==================== if_fetch_ctrl
Figure 1. Wires at chosen ports, followed through buffers (if_fetch_ctrl).
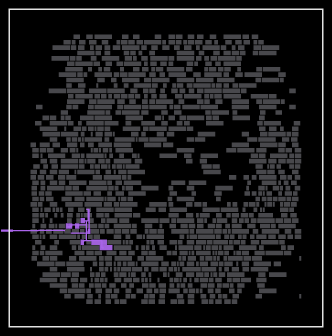

--- src/rtl/if_pkg.sv ---
// Shared types and constants for the instruction-fetch controller and its fetch buffer.
package if_pkg;

  localparam int unsigned PKG_XLEN    = 32;
  localparam int unsigned INSTR_W     = 32;
  localparam int unsigned INSTR_BYTES = 4;
  localparam logic [INSTR_W-1:0] NOP_INSTR = 32'h0000_0013;

  typedef enum logic {
    RUN   = 1'b0,
    DRAIN = 1'b1
  } fetch_state_e;

  typedef struct packed {
    logic [PKG_XLEN-1:0] pc;
    logic [INSTR_W-1:0]  instr;
    logic                filled;
    logic                misalign;
  } buf_entry_t;

endpackage

--- src/rtl/if_fetch_buf.sv ---
// Circular fetch buffer: entries are allocated at request time and filled in order
// as responses return; the head is presented once filled.
module if_fetch_buf
  import if_pkg::*;
#(
  parameter int unsigned DEPTH = 2,
  localparam int unsigned AW = $clog2(DEPTH),
  localparam int unsigned CW = AW + 1
) (
  input  logic                clk,
  input  logic                rst_n,
  input  logic                flush_i,
  input  logic                alloc_i,
  input  logic [PKG_XLEN-1:0] alloc_pc_i,
  input  logic                alloc_filled_i,
  input  logic                alloc_misalign_i,
  input  logic                fill_i,
  input  logic [INSTR_W-1:0]  fill_instr_i,
  input  logic                pop_i,
  output buf_entry_t          head_o,
  output logic                head_valid_o,
  output logic [CW-1:0]       occ_o
);

  buf_entry_t        mem_q [DEPTH];
  logic [AW-1:0]     alloc_ptr_q, fill_ptr_q, pop_ptr_q;
  logic [CW-1:0]     occ_q;

  // Flush dominates; alloc, fill and pop always touch distinct slots.
  always_ff @(posedge clk or negedge rst_n) begin
    if (!rst_n) begin
      alloc_ptr_q <= '0;
      fill_ptr_q  <= '0;
      pop_ptr_q   <= '0;
      occ_q       <= '0;
      for (int unsigned i = 0; i < DEPTH; i++) mem_q[i] <= '0;
    end else if (flush_i) begin
      alloc_ptr_q <= '0;
      fill_ptr_q  <= '0;
      pop_ptr_q   <= '0;
      occ_q       <= '0;
      for (int unsigned i = 0; i < DEPTH; i++) mem_q[i].filled <= 1'b0;
    end else begin
      if (alloc_i) begin
        mem_q[alloc_ptr_q] <= '{pc: alloc_pc_i, instr: '0,
                                filled: alloc_filled_i, misalign: alloc_misalign_i};
        alloc_ptr_q <= alloc_ptr_q + AW'(1);
      end
      if (fill_i) begin
        mem_q[fill_ptr_q].instr  <= fill_instr_i;
        mem_q[fill_ptr_q].filled <= 1'b1;
      end
      // A pre-filled allocation is only made with nothing pending, so fill tracks alloc.
      if (fill_i || (alloc_i && alloc_filled_i)) fill_ptr_q <= fill_ptr_q + AW'(1);
      if (pop_i) begin
        mem_q[pop_ptr_q].filled <= 1'b0;
        pop_ptr_q <= pop_ptr_q + AW'(1);
      end
      occ_q <= occ_q + CW'(alloc_i) - CW'(pop_i);
    end
  end

  assign head_o       = mem_q[pop_ptr_q];
  assign head_valid_o = (occ_q != '0) && mem_q[pop_ptr_q].filled;
  assign occ_o        = occ_q;

endmodule

--- src/rtl/if_fetch_ctrl.sv ---
// Instruction-fetch controller: issues word fetches, buffers in-order responses for ID,
// and drops in-flight fetches after a redirect. Optional misaligned-PC trap: IF_MISALIGN_TRAP_EN.
module if_fetch_ctrl
  import if_pkg::*;
#(
  parameter int unsigned     XLEN       = PKG_XLEN,
  parameter int unsigned     FIFO_DEPTH = 2,
  parameter logic [XLEN-1:0] RESET_PC   = '0
) (
  input  logic            clk,
  input  logic            rst,
  input  logic [XLEN-1:0] pc_i,
  output logic [XLEN-1:0] pc_next_o,
  output logic            imem_req_valid_o,
  input  logic            imem_req_ready_i,
  output logic [XLEN-1:0] imem_req_addr_o,
  input  logic            imem_rsp_valid_i,
  input  logic [31:0]     imem_rsp_data_i,
  input  logic            redirect_i,
  input  logic [XLEN-1:0] redirect_pc_i,
  output logic            id_valid_o,
  input  logic            id_ready_i,
  output logic [31:0]     id_instr_o,
  output logic [XLEN-1:0] id_pc_o
`ifdef IF_MISALIGN_TRAP_EN
  ,
  output logic            id_misalign_o
`endif
);

  localparam int unsigned AW = $clog2(FIFO_DEPTH);
  localparam int unsigned CW = AW + 1;

  fetch_state_e  state_q, state_d;
  logic [CW-1:0] outst_q, outst_d;
  logic [CW-1:0] drop_q, drop_d;
  logic [CW-1:0] occ;
  logic          credit, issue_ok, req_valid, fire, fill, pop, trap_alloc;
  buf_entry_t    head;
  logic          head_valid;

  assign credit   = occ < CW'(FIFO_DEPTH);
  assign issue_ok = rst && (state_q == RUN) && !redirect_i && credit;

`ifdef IF_MISALIGN_TRAP_EN
  logic misalign, trap_q;

  // A misaligned PC becomes one pre-filled NOP entry, then fetch parks until redirect.
  assign misalign   = pc_i[1:0] != 2'b00;
  assign req_valid  = issue_ok && !misalign;
  assign trap_alloc = issue_ok && misalign && !trap_q && (outst_q == '0);

  always_ff @(posedge clk or negedge rst) begin
    if (!rst) trap_q <= 1'b0;
    else      trap_q <= redirect_i ? 1'b0 : (trap_q | trap_alloc);
  end

  assign id_misalign_o = head_valid && head.misalign;
`else
  assign req_valid  = issue_ok;
  assign trap_alloc = 1'b0;
`endif

  assign fire = req_valid && imem_req_ready_i;
  assign fill = imem_rsp_valid_i && (drop_q == '0) && !redirect_i;
  assign pop  = head_valid && id_ready_i && !redirect_i;

  if_fetch_buf #(.DEPTH(FIFO_DEPTH)) u_buf (
    .clk              (clk),
    .rst_n            (rst),
    .flush_i          (redirect_i),
    .alloc_i          (fire || trap_alloc),
    .alloc_pc_i       (PKG_XLEN'(pc_i)),
    .alloc_filled_i   (trap_alloc),
    .alloc_misalign_i (trap_alloc),
    .fill_i           (fill),
    .fill_instr_i     (imem_rsp_data_i),
    .pop_i            (pop),
    .head_o           (head),
    .head_valid_o     (head_valid),
    .occ_o            (occ)
  );

  // Drop bookkeeping: a response arriving with the redirect is discarded by the flush itself.
  always_comb begin
    state_d = state_q;
    drop_d  = drop_q;
    outst_d = outst_q + CW'(fire) - CW'(imem_rsp_valid_i);
    if (redirect_i && (state_q == RUN)) begin
      drop_d = outst_q - CW'(imem_rsp_valid_i);
    end else if (imem_rsp_valid_i && (drop_q != '0)) begin
      drop_d = drop_q - CW'(1);
    end
    case (state_q)
      RUN:     if (redirect_i && (drop_d != '0)) state_d = DRAIN;
      DRAIN:   if (drop_d == '0) state_d = RUN;
      default: state_d = RUN;
    endcase
  end

  always_ff @(posedge clk or negedge rst) begin
    if (!rst) begin
      state_q <= RUN;
      outst_q <= '0;
      drop_q  <= '0;
    end else begin
      state_q <= state_d;
      outst_q <= outst_d;
      drop_q  <= drop_d;
    end
  end

  always_comb begin
    pc_next_o = pc_i;
    if (!rst)            pc_next_o = RESET_PC;
    else if (redirect_i) pc_next_o = redirect_pc_i;
    else if (fire)       pc_next_o = pc_i + XLEN'(INSTR_BYTES);
  end

  assign imem_req_valid_o = req_valid;
  assign imem_req_addr_o  = {pc_i[XLEN-1:2], 2'b00};
  assign id_valid_o       = head_valid;
  assign id_pc_o          = XLEN'(head.pc);
  assign id_instr_o       = head.misalign ? NOP_INSTR : head.instr;

  rsp_has_req_a: assert property (@(posedge clk) disable iff (!rst)
                                  imem_rsp_valid_i |-> (outst_q != '0));

endmodule

--- config.mk ---
export PLATFORM = sky130hd
export DESIGN_NAME = if_fetch_ctrl
export DESIGN_NICKNAME = d
export VERILOG_FILES = /design/src/rtl/if_pkg.sv /design/src/rtl/if_fetch_buf.sv /design/src/rtl/if_fetch_ctrl.sv
export SDC_FILE = /design/constraint.sdc
export NUM_CORES = 1
export LEC_CHECK = 0
export CAP_MARGIN = 20
export CORE_AREA = 10 10 147 149
export CTS_CLUSTER_SIZE = 16
export DETAILED_ROUTE_END_ITERATION = 6
export DIE_AREA = 0 0 157 159
export PLACE_DENSITY = 0.77
export REMOVE_ABC_BUFFERS = 1
export SLEW_MARGIN = 20
export SYNTH_ARGS = -nofsm -noshare
export SYNTH_HDL_FRONTEND = slang
export SYNTH_HIERARCHICAL = 1
export SYNTH_SLANG_ARGS = --single-unit
--- constraint.sdc ---
create_clock -name clk -period 3.3 [get_ports clk]
set_input_delay 0.825 -clock clk [delete_from_list [all_inputs] [get_ports clk]]
set_output_delay 0.825 -clock clk [all_outputs]
set_load 0.02 [all_outputs]
==================== writeback_queue
## config.mk

```make
export PLATFORM = sky130hd
export DESIGN_NAME = writeback_queue
export DESIGN_NICKNAME = d
export VERILOG_FILES = /design/src/rtl/wb_pkg.sv /design/src/rtl/wb_match.sv /design/src/rtl/writeback_queue.sv
export SDC_FILE = /design/constraint.sdc
export NUM_CORES = 1
export LEC_CHECK = 0
export CAP_MARGIN = 20
export CORE_MARGIN = 2
export CORE_UTILIZATION = 25
export CTS_BUF_LIST = sky130_fd_sc_hd__clkbuf_4
export CTS_CLUSTER_DIAMETER = 50
export DETAILED_ROUTE_END_ITERATION = 10
export PLACE_DENSITY = 0.45
export RECOVER_POWER = 50
export SLEW_MARGIN = 20
export SYNTH_ARGS = -nofsm -noshare
export SYNTH_HDL_FRONTEND = slang
export SYNTH_SLANG_ARGS = --single-unit
```

## constraint.sdc

```tcl
create_clock -name clock -period 3.68 [get_ports clock]
set_clock_uncertainty 0.15 [all_clocks]
set_input_delay 0.736 -clock clock [delete_from_list [all_inputs] [get_ports clock]]
set_output_delay 0.736 -clock clock [all_outputs]
set_load 0.1 [all_outputs]
```

## src/rtl/wb_pkg.sv

```systemverilog
// Shared types and constants for the register-file writeback queue.
package wb_pkg;

  localparam int WB_ADDR_W = 3;
  localparam int WB_DATA_W = 32;

  // Register 0 is hardwired; writes to it are accepted and dropped.
  localparam int unsigned WB_ZERO_REG = 0;

  // One queued write: destination register and its data.
  // The field is named wreg because "reg" is a reserved word.
  typedef struct packed {
    logic [WB_ADDR_W-1:0] wreg;
    logic [WB_DATA_W-1:0] data;
  } wb_entry_t;

endpackage

```

## src/rtl/wb_match.sv

```systemverilog
// Per-read-port hazard detector for the writeback queue.
// busy is set when any occupied entry targets read_reg (register 0 never matches).
// With WB_FORWARD_EN, also returns data of the youngest matching entry.
module wb_match
  import wb_pkg::*;
#(
  parameter int DEPTH  = 4,
  parameter int ADDR_W = WB_ADDR_W
`ifdef WB_FORWARD_EN
  ,
  parameter int DATA_W = WB_DATA_W,
  parameter int PTR_W  = $clog2(DEPTH)
`endif
) (
  input  logic [ADDR_W-1:0] entry_reg [DEPTH],
`ifdef WB_FORWARD_EN
  input  logic [DATA_W-1:0] entry_data [DEPTH],
  input  logic [PTR_W-1:0]  rd_ptr,
  output logic [DATA_W-1:0] fwd_data,
`endif
  input  logic [DEPTH-1:0]  occupied,
  input  logic [ADDR_W-1:0] read_reg,
  output logic              busy
);

  logic             read_nonzero;
  logic [DEPTH-1:0] match;

  assign read_nonzero = (read_reg != ADDR_W'(WB_ZERO_REG));

  // Per-entry comparison, qualified by occupancy and a nonzero read address.
  for (genvar gi = 0; gi < DEPTH; gi++) begin : g_cmp
    assign match[gi] = occupied[gi] && read_nonzero && (entry_reg[gi] == read_reg);
  end

  assign busy = |match;

`ifdef WB_FORWARD_EN
  // Walk from oldest (rd_ptr) to youngest; the last hit is the newest value.
  always_comb begin
    logic [PTR_W-1:0] idx;
    fwd_data = '0;
    idx      = '0;
    for (int k = 0; k < DEPTH; k++) begin
      idx = rd_ptr + PTR_W'(k);
      if (match[idx]) fwd_data = entry_data[idx];
    end
  end
`endif

endmodule

```

## src/rtl/writeback_queue.sv

```systemverilog
// Writeback queue: buffers ALU / load results and drains one per cycle into
// the register-file write port. Load path has fixed priority over ALU.
// Optional forwarding of queued data is compiled in with WB_FORWARD_EN.
module writeback_queue
  import wb_pkg::*;
#(
  parameter int DEPTH  = 4,
  parameter int DATA_W = WB_DATA_W,
  parameter int ADDR_W = WB_ADDR_W
) (
  input  logic                     clock,
  input  logic                     reset_n,
  input  logic                     mem_valid,
  output logic                     mem_ready,
  input  logic [ADDR_W-1:0]        mem_reg,
  input  logic [DATA_W-1:0]        mem_data,
  input  logic                     alu_valid,
  output logic                     alu_ready,
  input  logic [ADDR_W-1:0]        alu_reg,
  input  logic [DATA_W-1:0]        alu_data,
  output logic                     RegWrite,
  output logic [ADDR_W-1:0]        write_reg,
  output logic [DATA_W-1:0]        write_data,
  input  logic [ADDR_W-1:0]        read_reg1,
  input  logic [ADDR_W-1:0]        read_reg2,
  output logic                     busy1,
  output logic                     busy2,
`ifdef WB_FORWARD_EN
  output logic [DATA_W-1:0]        fwd_data1,
  output logic [DATA_W-1:0]        fwd_data2,
`endif
  output logic [$clog2(DEPTH):0]   count
);

  localparam int PTR_W = $clog2(DEPTH);
  localparam int CNT_W = PTR_W + 1;

  logic [PTR_W-1:0]  wr_ptr_reg, wr_ptr_next;
  logic [PTR_W-1:0]  rd_ptr_reg, rd_ptr_next;
  logic [CNT_W-1:0]  count_reg, count_next;
  logic [ADDR_W-1:0] ent_reg_mem  [DEPTH];
  logic [DATA_W-1:0] ent_data_mem [DEPTH];
  logic [DEPTH-1:0]  occupied;

  logic              full, mem_hs, alu_hs, push_en, pop_en;
  logic [ADDR_W-1:0] push_reg;
  logic [DATA_W-1:0] push_data;

  // Room is judged from registered occupancy only; a same-cycle pop does not count.
  assign full      = (count_reg == CNT_W'(DEPTH));
  assign mem_ready = !full;
  assign alu_ready = !full && !mem_valid;

  assign mem_hs    = mem_valid && mem_ready;
  assign alu_hs    = alu_valid && alu_ready;
  assign push_reg  = mem_hs ? mem_reg  : alu_reg;
  assign push_data = mem_hs ? mem_data : alu_data;
  // Handshakes to register 0 complete but are not stored.
  assign push_en   = (mem_hs || alu_hs) && (push_reg != ADDR_W'(WB_ZERO_REG));
  // The register file always accepts, so a non-empty head drains every cycle.
  assign pop_en    = (count_reg != '0);

  // Pointer and occupancy update for push / pop / both.
  always_comb begin
    wr_ptr_next = wr_ptr_reg;
    rd_ptr_next = rd_ptr_reg;
    count_next  = count_reg;
    if (push_en) wr_ptr_next = wr_ptr_reg + 1'b1;
    if (pop_en)  rd_ptr_next = rd_ptr_reg + 1'b1;
    if (push_en && !pop_en)      count_next = count_reg + 1'b1;
    else if (!push_en && pop_en) count_next = count_reg - 1'b1;
  end

  // Queue control state; reset flushes all pending writes.
  always_ff @(posedge clock or negedge reset_n) begin
    if (!reset_n) begin
      wr_ptr_reg <= '0;
      rd_ptr_reg <= '0;
      count_reg  <= '0;
    end else begin
      wr_ptr_reg <= wr_ptr_next;
      rd_ptr_reg <= rd_ptr_next;
      count_reg  <= count_next;
    end
  end

  // Entry storage, not reset: occupancy alone qualifies contents.
  always_ff @(posedge clock) begin
    if (push_en) begin
      ent_reg_mem[wr_ptr_reg]  <= push_reg;
      ent_data_mem[wr_ptr_reg] <= push_data;
    end
  end

  // Entry gi is occupied when its age behind rd_ptr is below count.
  for (genvar gi = 0; gi < DEPTH; gi++) begin : g_occ
    logic [PTR_W-1:0] age;
    assign age          = PTR_W'(gi) - rd_ptr_reg;
    assign occupied[gi] = (CNT_W'(age) < count_reg);
  end

  assign RegWrite   = pop_en;
  assign write_reg  = pop_en ? ent_reg_mem[rd_ptr_reg]  : '0;
  assign write_data = pop_en ? ent_data_mem[rd_ptr_reg] : '0;
  assign count      = count_reg;

  wb_match #(
    .DEPTH (DEPTH),
    .ADDR_W(ADDR_W)
`ifdef WB_FORWARD_EN
    , .DATA_W(DATA_W), .PTR_W(PTR_W)
`endif
  ) u_match1 (
    .entry_reg (ent_reg_mem),
`ifdef WB_FORWARD_EN
    .entry_data(ent_data_mem),
    .rd_ptr    (rd_ptr_reg),
    .fwd_data  (fwd_data1),
`endif
    .occupied  (occupied),
    .read_reg  (read_reg1),
    .busy      (busy1)
  );

  wb_match #(
    .DEPTH (DEPTH),
    .ADDR_W(ADDR_W)
`ifdef WB_FORWARD_EN
    , .DATA_W(DATA_W), .PTR_W(PTR_W)
`endif
  ) u_match2 (
    .entry_reg (ent_reg_mem),
`ifdef WB_FORWARD_EN
    .entry_data(ent_data_mem),
    .rd_ptr    (rd_ptr_reg),
    .fwd_data  (fwd_data2),
`endif
    .occupied  (occupied),
    .read_reg  (read_reg2),
    .busy      (busy2)
  );

endmodule
```


## Gallery

Placement density heat map.
(a)
The die is cut into 16 by 16 equal tiles; black is low, pale yellow is high, 0 to 100% covered.
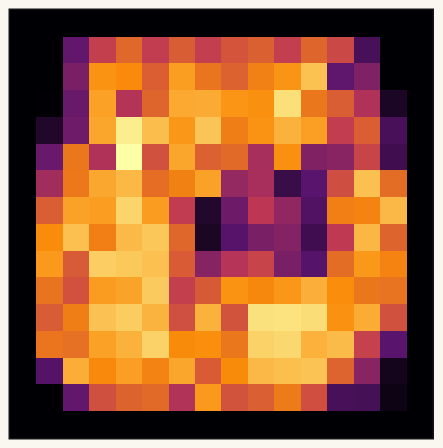
(b)
The die is cut into 17 by 17 equal tiles; black is low, pale yellow is high, 0 to 100% covered.
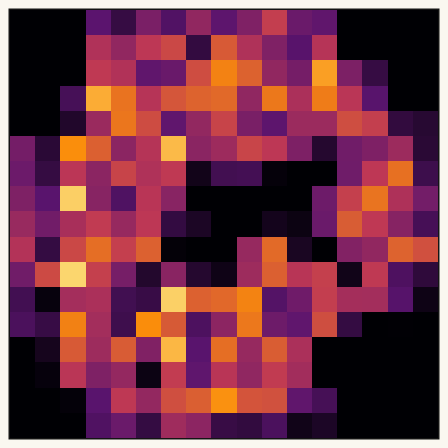
if_fetch_ctrl -> (a)
writeback_queue -> (b)
- highest utilization: (a)

Key to (a):
26% of the tiles are nearly empty. The fullest tile reaches 100%. The mean over all tiles is 46%.

Figure 2. Cell placement (if_fetch_ctrl).
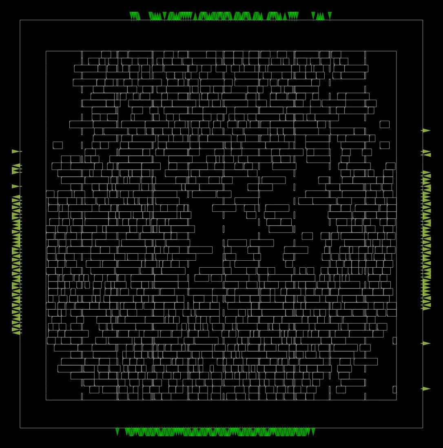
Core Footprint: 18580 um2
fin util: 63.68%
Site Rows: 50
sequential cell count of the final layout: 142
Seq area share: 30.07%

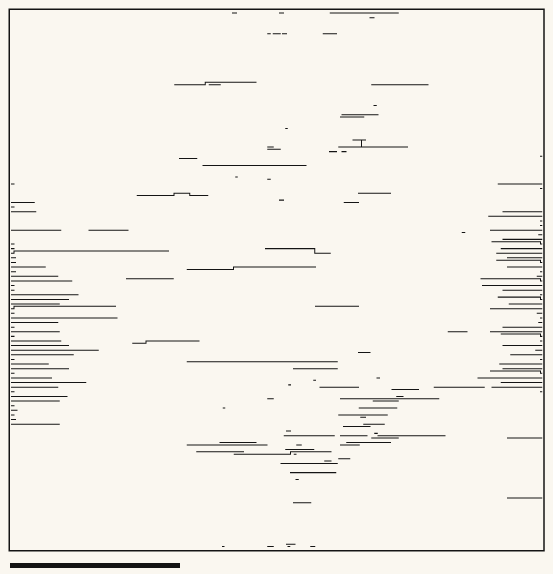
Figure 3: if_fetch_ctrl, met3 routing.
Bar = 50 um.
The wires run mostly horizontal. The layer holds 6.1% of the routed length. The longest straight run is 45.5 um. The layer carries 1570 um of wire.
detailed-route wire length: 25920 um
GR met3 Demand/Resource: 3.724%

Notes on Figure 1 above:
Key: imem_req_ready_i = purple [bits 1, direction input, edge west, end cells 8, buffers 2, wire 93.1 um]

==> run summary, if_fetch_ctrl <==
The following summarizes the physical implementation.

Clock network
The maximum buffer depth of the clock tree is 2. The CTS sink count is 142. Buffers inserted during clock tree synthesis total 17. The clock edge transition at the registers on the reported setup and hold paths is 0.07 ns.

Layout
The combinational fraction of the cell area is 36.03%. Per the final layout report, the fraction of cells sized above drive strength 1 comes to 36.06%. The clock-cell share of area is 4.886%. Leaving out buffers and inverters, the combinational logic in the layout accounts for 4263 um2. The data-path buffer share of cell area in the final layout is 25.96%.

The number of non-clock buffers is 332. The final non-filler cell total is 1224. The final design instance area without fill is 11830 um2.

Ranked by total area, the top cell class in this layout is combinational gates. The number of signal-net inverters in the final layout is 16. Per the cell usage report, the commonest logic cell in the layout is clkdlybuf4s50_1.

Yosys
The synthesis run shows multiplexers occupying 20.38% of the cell area. The synthesized netlist was found by Yosys to have 704 cells. The synthesis-stage register bit count is 142. Per the synth stats, the proportion of register bits with asynchronous set or reset is 100.0%. The mean cell area of the mapped netlist is 11.49 um2. The cell type with the largest total area after synthesis is dfrtp_1. Summing the areas of all compound-gate instances in the mapped netlist gives 13.47% of the synthesized area. Sorting the synthesized cells by area gives the leading types as dfrtp_1, mux2_2, a22o_1, mux2_4, buf_4. The top flip-flop cell by instance count after synthesis is dfrtp_1. Per the synthesis report, the simple-gate share of the synthesized area is 11.71%. The synthesized instance count is 704.

The xor/xnor cell area share of the yosys netlist is 1.732%.

Setup path
The minimum setup slack among reg-to-reg paths is 0.66 ns. The reg-to-reg critical path startpoint is state_q$_DFF_PN0_. The critical path's slowest cell is or4b_4. Broken down by cell family, the worst path's largest delay share belongs to simple AND/OR/NAND/NOR gates. The worst path required time is 2.47 ns. In this run the worst setup path terminates at pc_next_o[26]. STA classifies the critical path startpoint as an input port. In this run the number of cells on the critical path is 6.

Looking at the critical path, the highest net fanout was 7. Walking the worst path, the cells encountered are buf_8 -> or4b_4 -> or3_4 -> o41a_1 -> a211oi_2 -> buf_4.

Final timing
The final period utilization is 102.6%. Setup repair after global routing could not meet its margin everywhere. The setup violation total in the final timing report is 12. The post-route clock skew is 0.01209 ns.

The final max-slew violation count recorded for this run is 0. After layout, the worst setup slack is -0.08707 ns.

Status
The checks that failed: negative setup slack. The flow ran to the end, but the final reports show violations.

Floorplan
Measured along the y axis, the die boundary spans 159 um. The pre-placement core utilization is 43.55%. The die is 157 um wide.

GRT
The global-route track usage on met2 is 33.14%. The total congestion overflow is 0. Entering global routing, the biggest net connects 59 pins. The number of global-route vias before repair is 7016.

Placed design
The placement summary gives the final routability congestion estimate as 0.8797. The total placed instance area is 10910 um2. According to the dpl log, the detail-placed design has an HPWL of 18230 um.

Drt
The residual DRC count is 0. Summed over all nets, wire length on met3 after detailed routing comes to 1573 um.

Hold path
According to the hold report, the worst path is of the in -> async type.
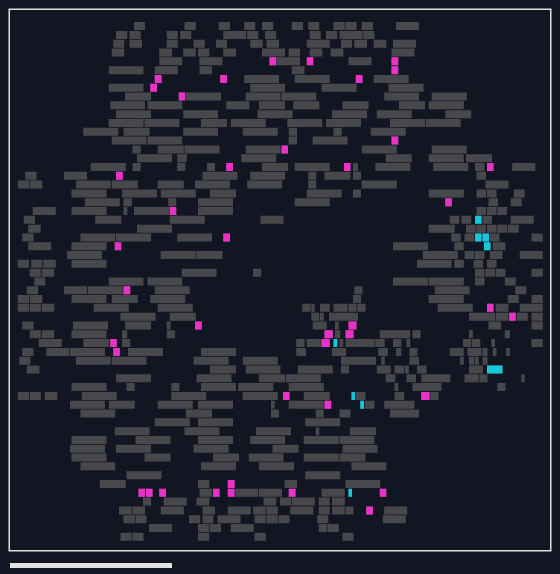
Figure 4: writeback_queue, logic cells by family.
Bar = 50 um.
Key: and/or cells = magenta [cells 41, most used and2_1]; nand cells = cyan [cells 9]
Final Instance Count excl. Fillers: 841
logic gate fraction of the total cell area: 23.15%
most frequent standard cell in the layout excluding fill and tap cells: edfxtp_1

==> run summary, writeback_queue <==
The following summarizes the physical implementation.

Clock network
The clock root buffer is clkbuf_4. The post-cts sizing count is 1. The clock H-tree reported by CTS has 4 levels.

Final timing
Setup repair after global routing left no endpoint under its margin. The total count of max-transition violations in the final report is 36. The timing-limited maximum frequency is 289.0 MHz.

GRT
In the global route stage, met2 resource usage came out at 19.66%. The global-route wire length before repair is 22710 um.

Yosys
The synthesis report lists the most area-consuming cells as edfxtp_1, mux4_2, mux2_2, and2_1, dfrtp_1. For reference, full adder, half adder and majority cells occupy 1.699% of the area reported after synthesis.

Drt
The final layout contains routed wiring with a total length of 14980 um. The routed length on met1 is 6334 um.

Setup path
The type of the worst setup path is reg -> out. The minimum setup slack among reg-to-reg paths is 0.44 ns. The reg-to-reg critical path startpoint is count[0]$_DFFE_PN0P_.

Status
The run finished, with violations left. The checks that failed: max-capacitance violations, max-slew violations.

Layout
The core utilization of the finished layout is 33.93%. Registers take 4382 um2.

Run
The tally of max-capacitance violations is 1.

Placed design
The tally of buffers added on design ports is 122.

==================== modn_sequencer
Figure 5. Wires at chosen ports, followed through buffers (modn_sequencer).
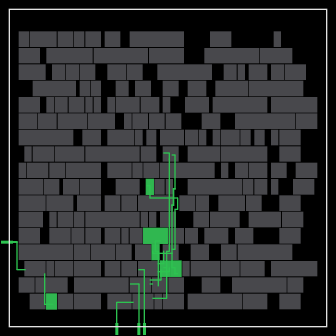
Figure 6. Cell placement (modn_sequencer).
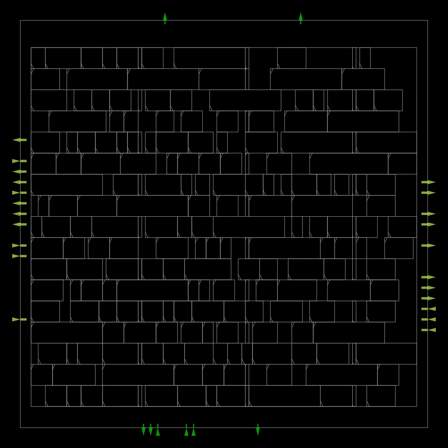
Figure 7. Placement density heat map (modn_sequencer).
The die is cut into 10 by 10 equal tiles; black is low, pale yellow is high, 0 to 100% covered.
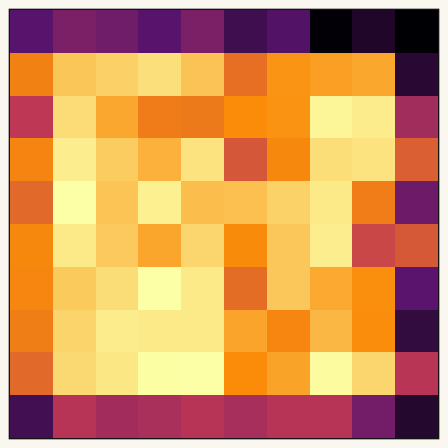
### config.mk
export PLATFORM = sky130hd
export DESIGN_NAME = modn_sequencer
export DESIGN_NICKNAME = d
export VERILOG_FILES = /design/src/rtl/modn_sequencer_pkg.sv /design/src/rtl/modn_sequencer_sat_counter.sv /design/src/rtl/modn_sequencer.sv
export SDC_FILE = /design/constraint.sdc
export NUM_CORES = 1
export LEC_CHECK = 0
export ABC_CLOCK_PERIOD_IN_PS = 2000
export CAP_MARGIN = 10
export CORE_MARGIN = 1
export CORE_UTILIZATION = 43
export CTS_CLUSTER_SIZE = 14
export DETAILED_ROUTE_END_ITERATION = 16
export PLACE_DENSITY = 0.8
export REMOVE_ABC_BUFFERS = 1
export SETUP_SLACK_MARGIN = 0.02
export SYNTH_ARGS = -nofsm -noshare
export SYNTH_HDL_FRONTEND = slang
export SYNTH_SLANG_ARGS = --single-unit
### constraint.sdc
create_clock -name clk -period 2 [get_ports clk]
set_input_delay 0.4 -clock clk [delete_from_list [all_inputs] [get_ports clk]]
set_output_delay 0.4 -clock clk [all_outputs]
set_load 0.02 [all_outputs]
### src/rtl/modn_sequencer_pkg.sv
// Shared definitions for the modulo-N sequencer: step-mode encoding and small helpers.
// Imported by the sequencer top and reusable by other FSM blocks.
package modn_sequencer_pkg;

  typedef enum logic [1:0] {
    MODE_UP     = 2'b00,
    MODE_MIRROR = 2'b01,
    MODE_DOWN   = 2'b10,
    MODE_HOLD   = 2'b11
  } mode_e;

  // True for the two modes that can wrap around the ends of the state range.
  function automatic logic mode_can_wrap(input mode_e m);
    return (m == MODE_UP) || (m == MODE_DOWN);
  endfunction

endpackage

### src/rtl/modn_sequencer_sat_counter.sv
// Saturating up-counter used for the wrap-event count.
// Synchronous clear has priority over increment; the count sticks at all-ones.
module sat_counter #(
  parameter int WC = 8
) (
  input  logic          clk,
  input  logic          rst,
  input  logic          inc,
  input  logic          clr,
  output logic [WC-1:0] q
);

  logic [WC-1:0] r_q;
  logic          w_full;

  assign w_full = (r_q == {WC{1'b1}});

  always_ff @(posedge clk or negedge rst) begin
    if (!rst) begin
      r_q <= '0;
    end else if (clr) begin
      r_q <= '0;
    end else if (inc && !w_full) begin
      r_q <= r_q + WC'(1);
    end
  end

  assign q = r_q;

endmodule

### src/rtl/modn_sequencer.sv
// Modulo-N state sequencer: steps up, down, mirror (s -> N-1-s) or holds,
// flags the terminal state and counts wrap events in a saturating counter.
module modn_sequencer
  import modn_sequencer_pkg::*;
#(
  parameter  int N  = 10,
  parameter  int WC = 8,
  localparam int W  = $clog2(N)
) (
  input  logic          clk,
  input  logic          rst,
  input  logic          en,
  input  logic [1:0]    mode,
  input  logic          load,
  input  logic [W-1:0]  load_val,
  input  logic          clr,
  output logic [W-1:0]  ps,
  output logic [W-1:0]  ns,
  output logic          tc,
  output logic          wrap,
  output logic [WC-1:0] wrap_cnt,
  output logic          err
);

  localparam logic [W:0]   N_EXT = (W+1)'(N);
  localparam logic [W-1:0] LAST  = W'(N - 1);

  logic [W-1:0] r_ps;
  logic         r_wrap;
  logic         r_err;

  logic [W-1:0] w_ns;
  logic [W:0]   w_mirror_ext;
  logic         w_ps_legal;
  logic         w_load_legal;
  logic         w_wrap_step;
  logic         w_err_set;
  mode_e        w_mode;

  assign w_mode       = mode_e'(mode);
  assign w_ps_legal   = ({1'b0, r_ps} < N_EXT);
  assign w_load_legal = ({1'b0, load_val} < N_EXT);
  // Extra bit keeps N-1-ps from underflowing before truncation.
  assign w_mirror_ext = N_EXT - (W+1)'(1) - {1'b0, r_ps};

  // Load wins over stepping; an upset state recovers to 0 whether or not en is set.
  always_comb begin
    w_ns        = r_ps;
    w_wrap_step = 1'b0;
    w_err_set   = 1'b0;
    if (load) begin
      if (w_load_legal) begin
        w_ns = load_val;
      end else begin
        w_err_set = 1'b1;
      end
    end else if (!w_ps_legal) begin
      w_ns = '0;
    end else if (en) begin
      case (w_mode)
        MODE_UP: begin
          if (r_ps == LAST) begin
            w_ns        = '0;
            w_wrap_step = 1'b1;
          end else begin
            w_ns = r_ps + W'(1);
          end
        end
        MODE_DOWN: begin
          if (r_ps == '0) begin
            w_ns        = LAST;
            w_wrap_step = 1'b1;
          end else begin
            w_ns = r_ps - W'(1);
          end
        end
        MODE_MIRROR: w_ns = w_mirror_ext[W-1:0];
        MODE_HOLD:   w_ns = r_ps;
        default:     w_ns = r_ps;
      endcase
    end
  end

  always_ff @(posedge clk or negedge rst) begin
    if (!rst) begin
      r_ps   <= '0;
      r_wrap <= 1'b0;
      r_err  <= 1'b0;
    end else begin
      r_ps   <= w_ns;
      r_wrap <= w_wrap_step;
      // Setting err beats a same-cycle clear.
      if (w_err_set) begin
        r_err <= 1'b1;
      end else if (clr) begin
        r_err <= 1'b0;
      end
    end
  end

  sat_counter #(
    .WC(WC)
  ) u_wrap_cnt (
    .clk(clk),
    .rst(rst),
    .inc(w_wrap_step),
    .clr(clr),
    .q  (wrap_cnt)
  );

  assign ps   = r_ps;
  assign ns   = w_ns;
  assign tc   = (r_ps == LAST);
  assign wrap = r_wrap;
  assign err  = r_err;

endmodule
==> run summary <==
The following summarizes the physical implementation.

Final timing
Across all setup checks in the final design, the least slack found is -0.3326 ns. Timing would allow up to 428.7 MHz. The setup violation total in the final timing report is 7.

The total count of max-transition violations in the final report is 0.

Drt
The starting DRC count in detailed routing is 48. TritonRoute reported its final design rule violation total as 0. The mean routed wirelength per cell is 18.66 um. Summed over all nets, wire length on met2 after detailed routing comes to 2141 um.

Yosys
The most frequently used cell type in the post-synthesis netlist is dfrtp_1. Summed over its instances, the top area cell type makes up 32.00% of the synthesized netlist area. Sorting the synthesized cells by area gives the leading types as dfrtp_1, ha_1, a21oi_1, mux2_2, nor2_1. Yosys mapped a number of flops with a built-in enable equal to 0. The area fraction in mux cells is 5.143%.

Setup path
The critical path goes through buf_4 -> ha_2 -> or3_4 -> a21oi_4 -> o41ai_2 -> buf_4. The reg-to-reg critical path startpoint is ps[0]$_DFF_PN0_. According to the timing report, the data required time at the worst endpoint equals 1.60 ns. The number of stages on the worst setup path is 6.

The kind of cell adding the most delay to the critical path is simple AND/OR/NAND/NOR gates. Counting both buffers and inverters, the worst setup path holds a total of 2.

Layout
Sequential cells make up 18.10% of the cell area. The combinational fraction of the cell area is 46.15%. The flip-flop count of the largest register, all copies and words added is 8. The flow measured a signed area growth from synthesis to layout of 76.80%. For this run, the post-layout net count is 207.

The most common logic cell in the final layout is buf_4. The clock network takes up 1.875% of total cell area after layout. The final design instance area without fill is 1936 um2. The number of filler cells placed in the layout is 127.

Floorplan
The design received a total of 28 well taps at floorplan. According to the floorplan report, the total die area is 2752 um2. The region available for standard cell placement spans 2297 um2.

GRT
Entering global routing, the biggest net connects 15 pins. The global-route wire length before repair is 5906 um. The number of antenna violations at the first check in global routing is 0. Global routing used 29.75% of the available tracks. The met1 track utilization from global routing is 31.90%.

Clock network
The clock root buffer is clkbuf_4. The CTS sink count is 14. The deepest level of the CTS H-tree is 1. On the reported timing paths, the clock transition at the registers reads 0.10 ns.

Power
The clock network power reported by the tool is 0.000215 W. The combinational share of power is 53.6%. The biggest slice of the total power is consumed by combinational logic.

Status
The checks that failed: negative setup slack. The flow ran to the end, but the final reports show violations.

Run
The report counts max-capacitance violations totalling 0.

Placed design
The detailed placer reported the number of placed instances as 207.
## Picture notes: Figure 5
Key: load_val = green [bits 4, direction input, edge 3 south, 1 west, end cells 6, buffers 7, wire 126 um]

## Picture notes: Figure 6
fin util: 84.26%
Final Instance Count excl. Fillers: 217
sequential cell count of the final layout: 14

## Picture notes: Figure 7
The mean over all tiles is 69%. The fullest tile reaches 100%. The emptiest ninth of the die: north-east. 54% of the tiles are over 75% full.


Power figures rest on the tool's default switching activity, not on a simulated workload.
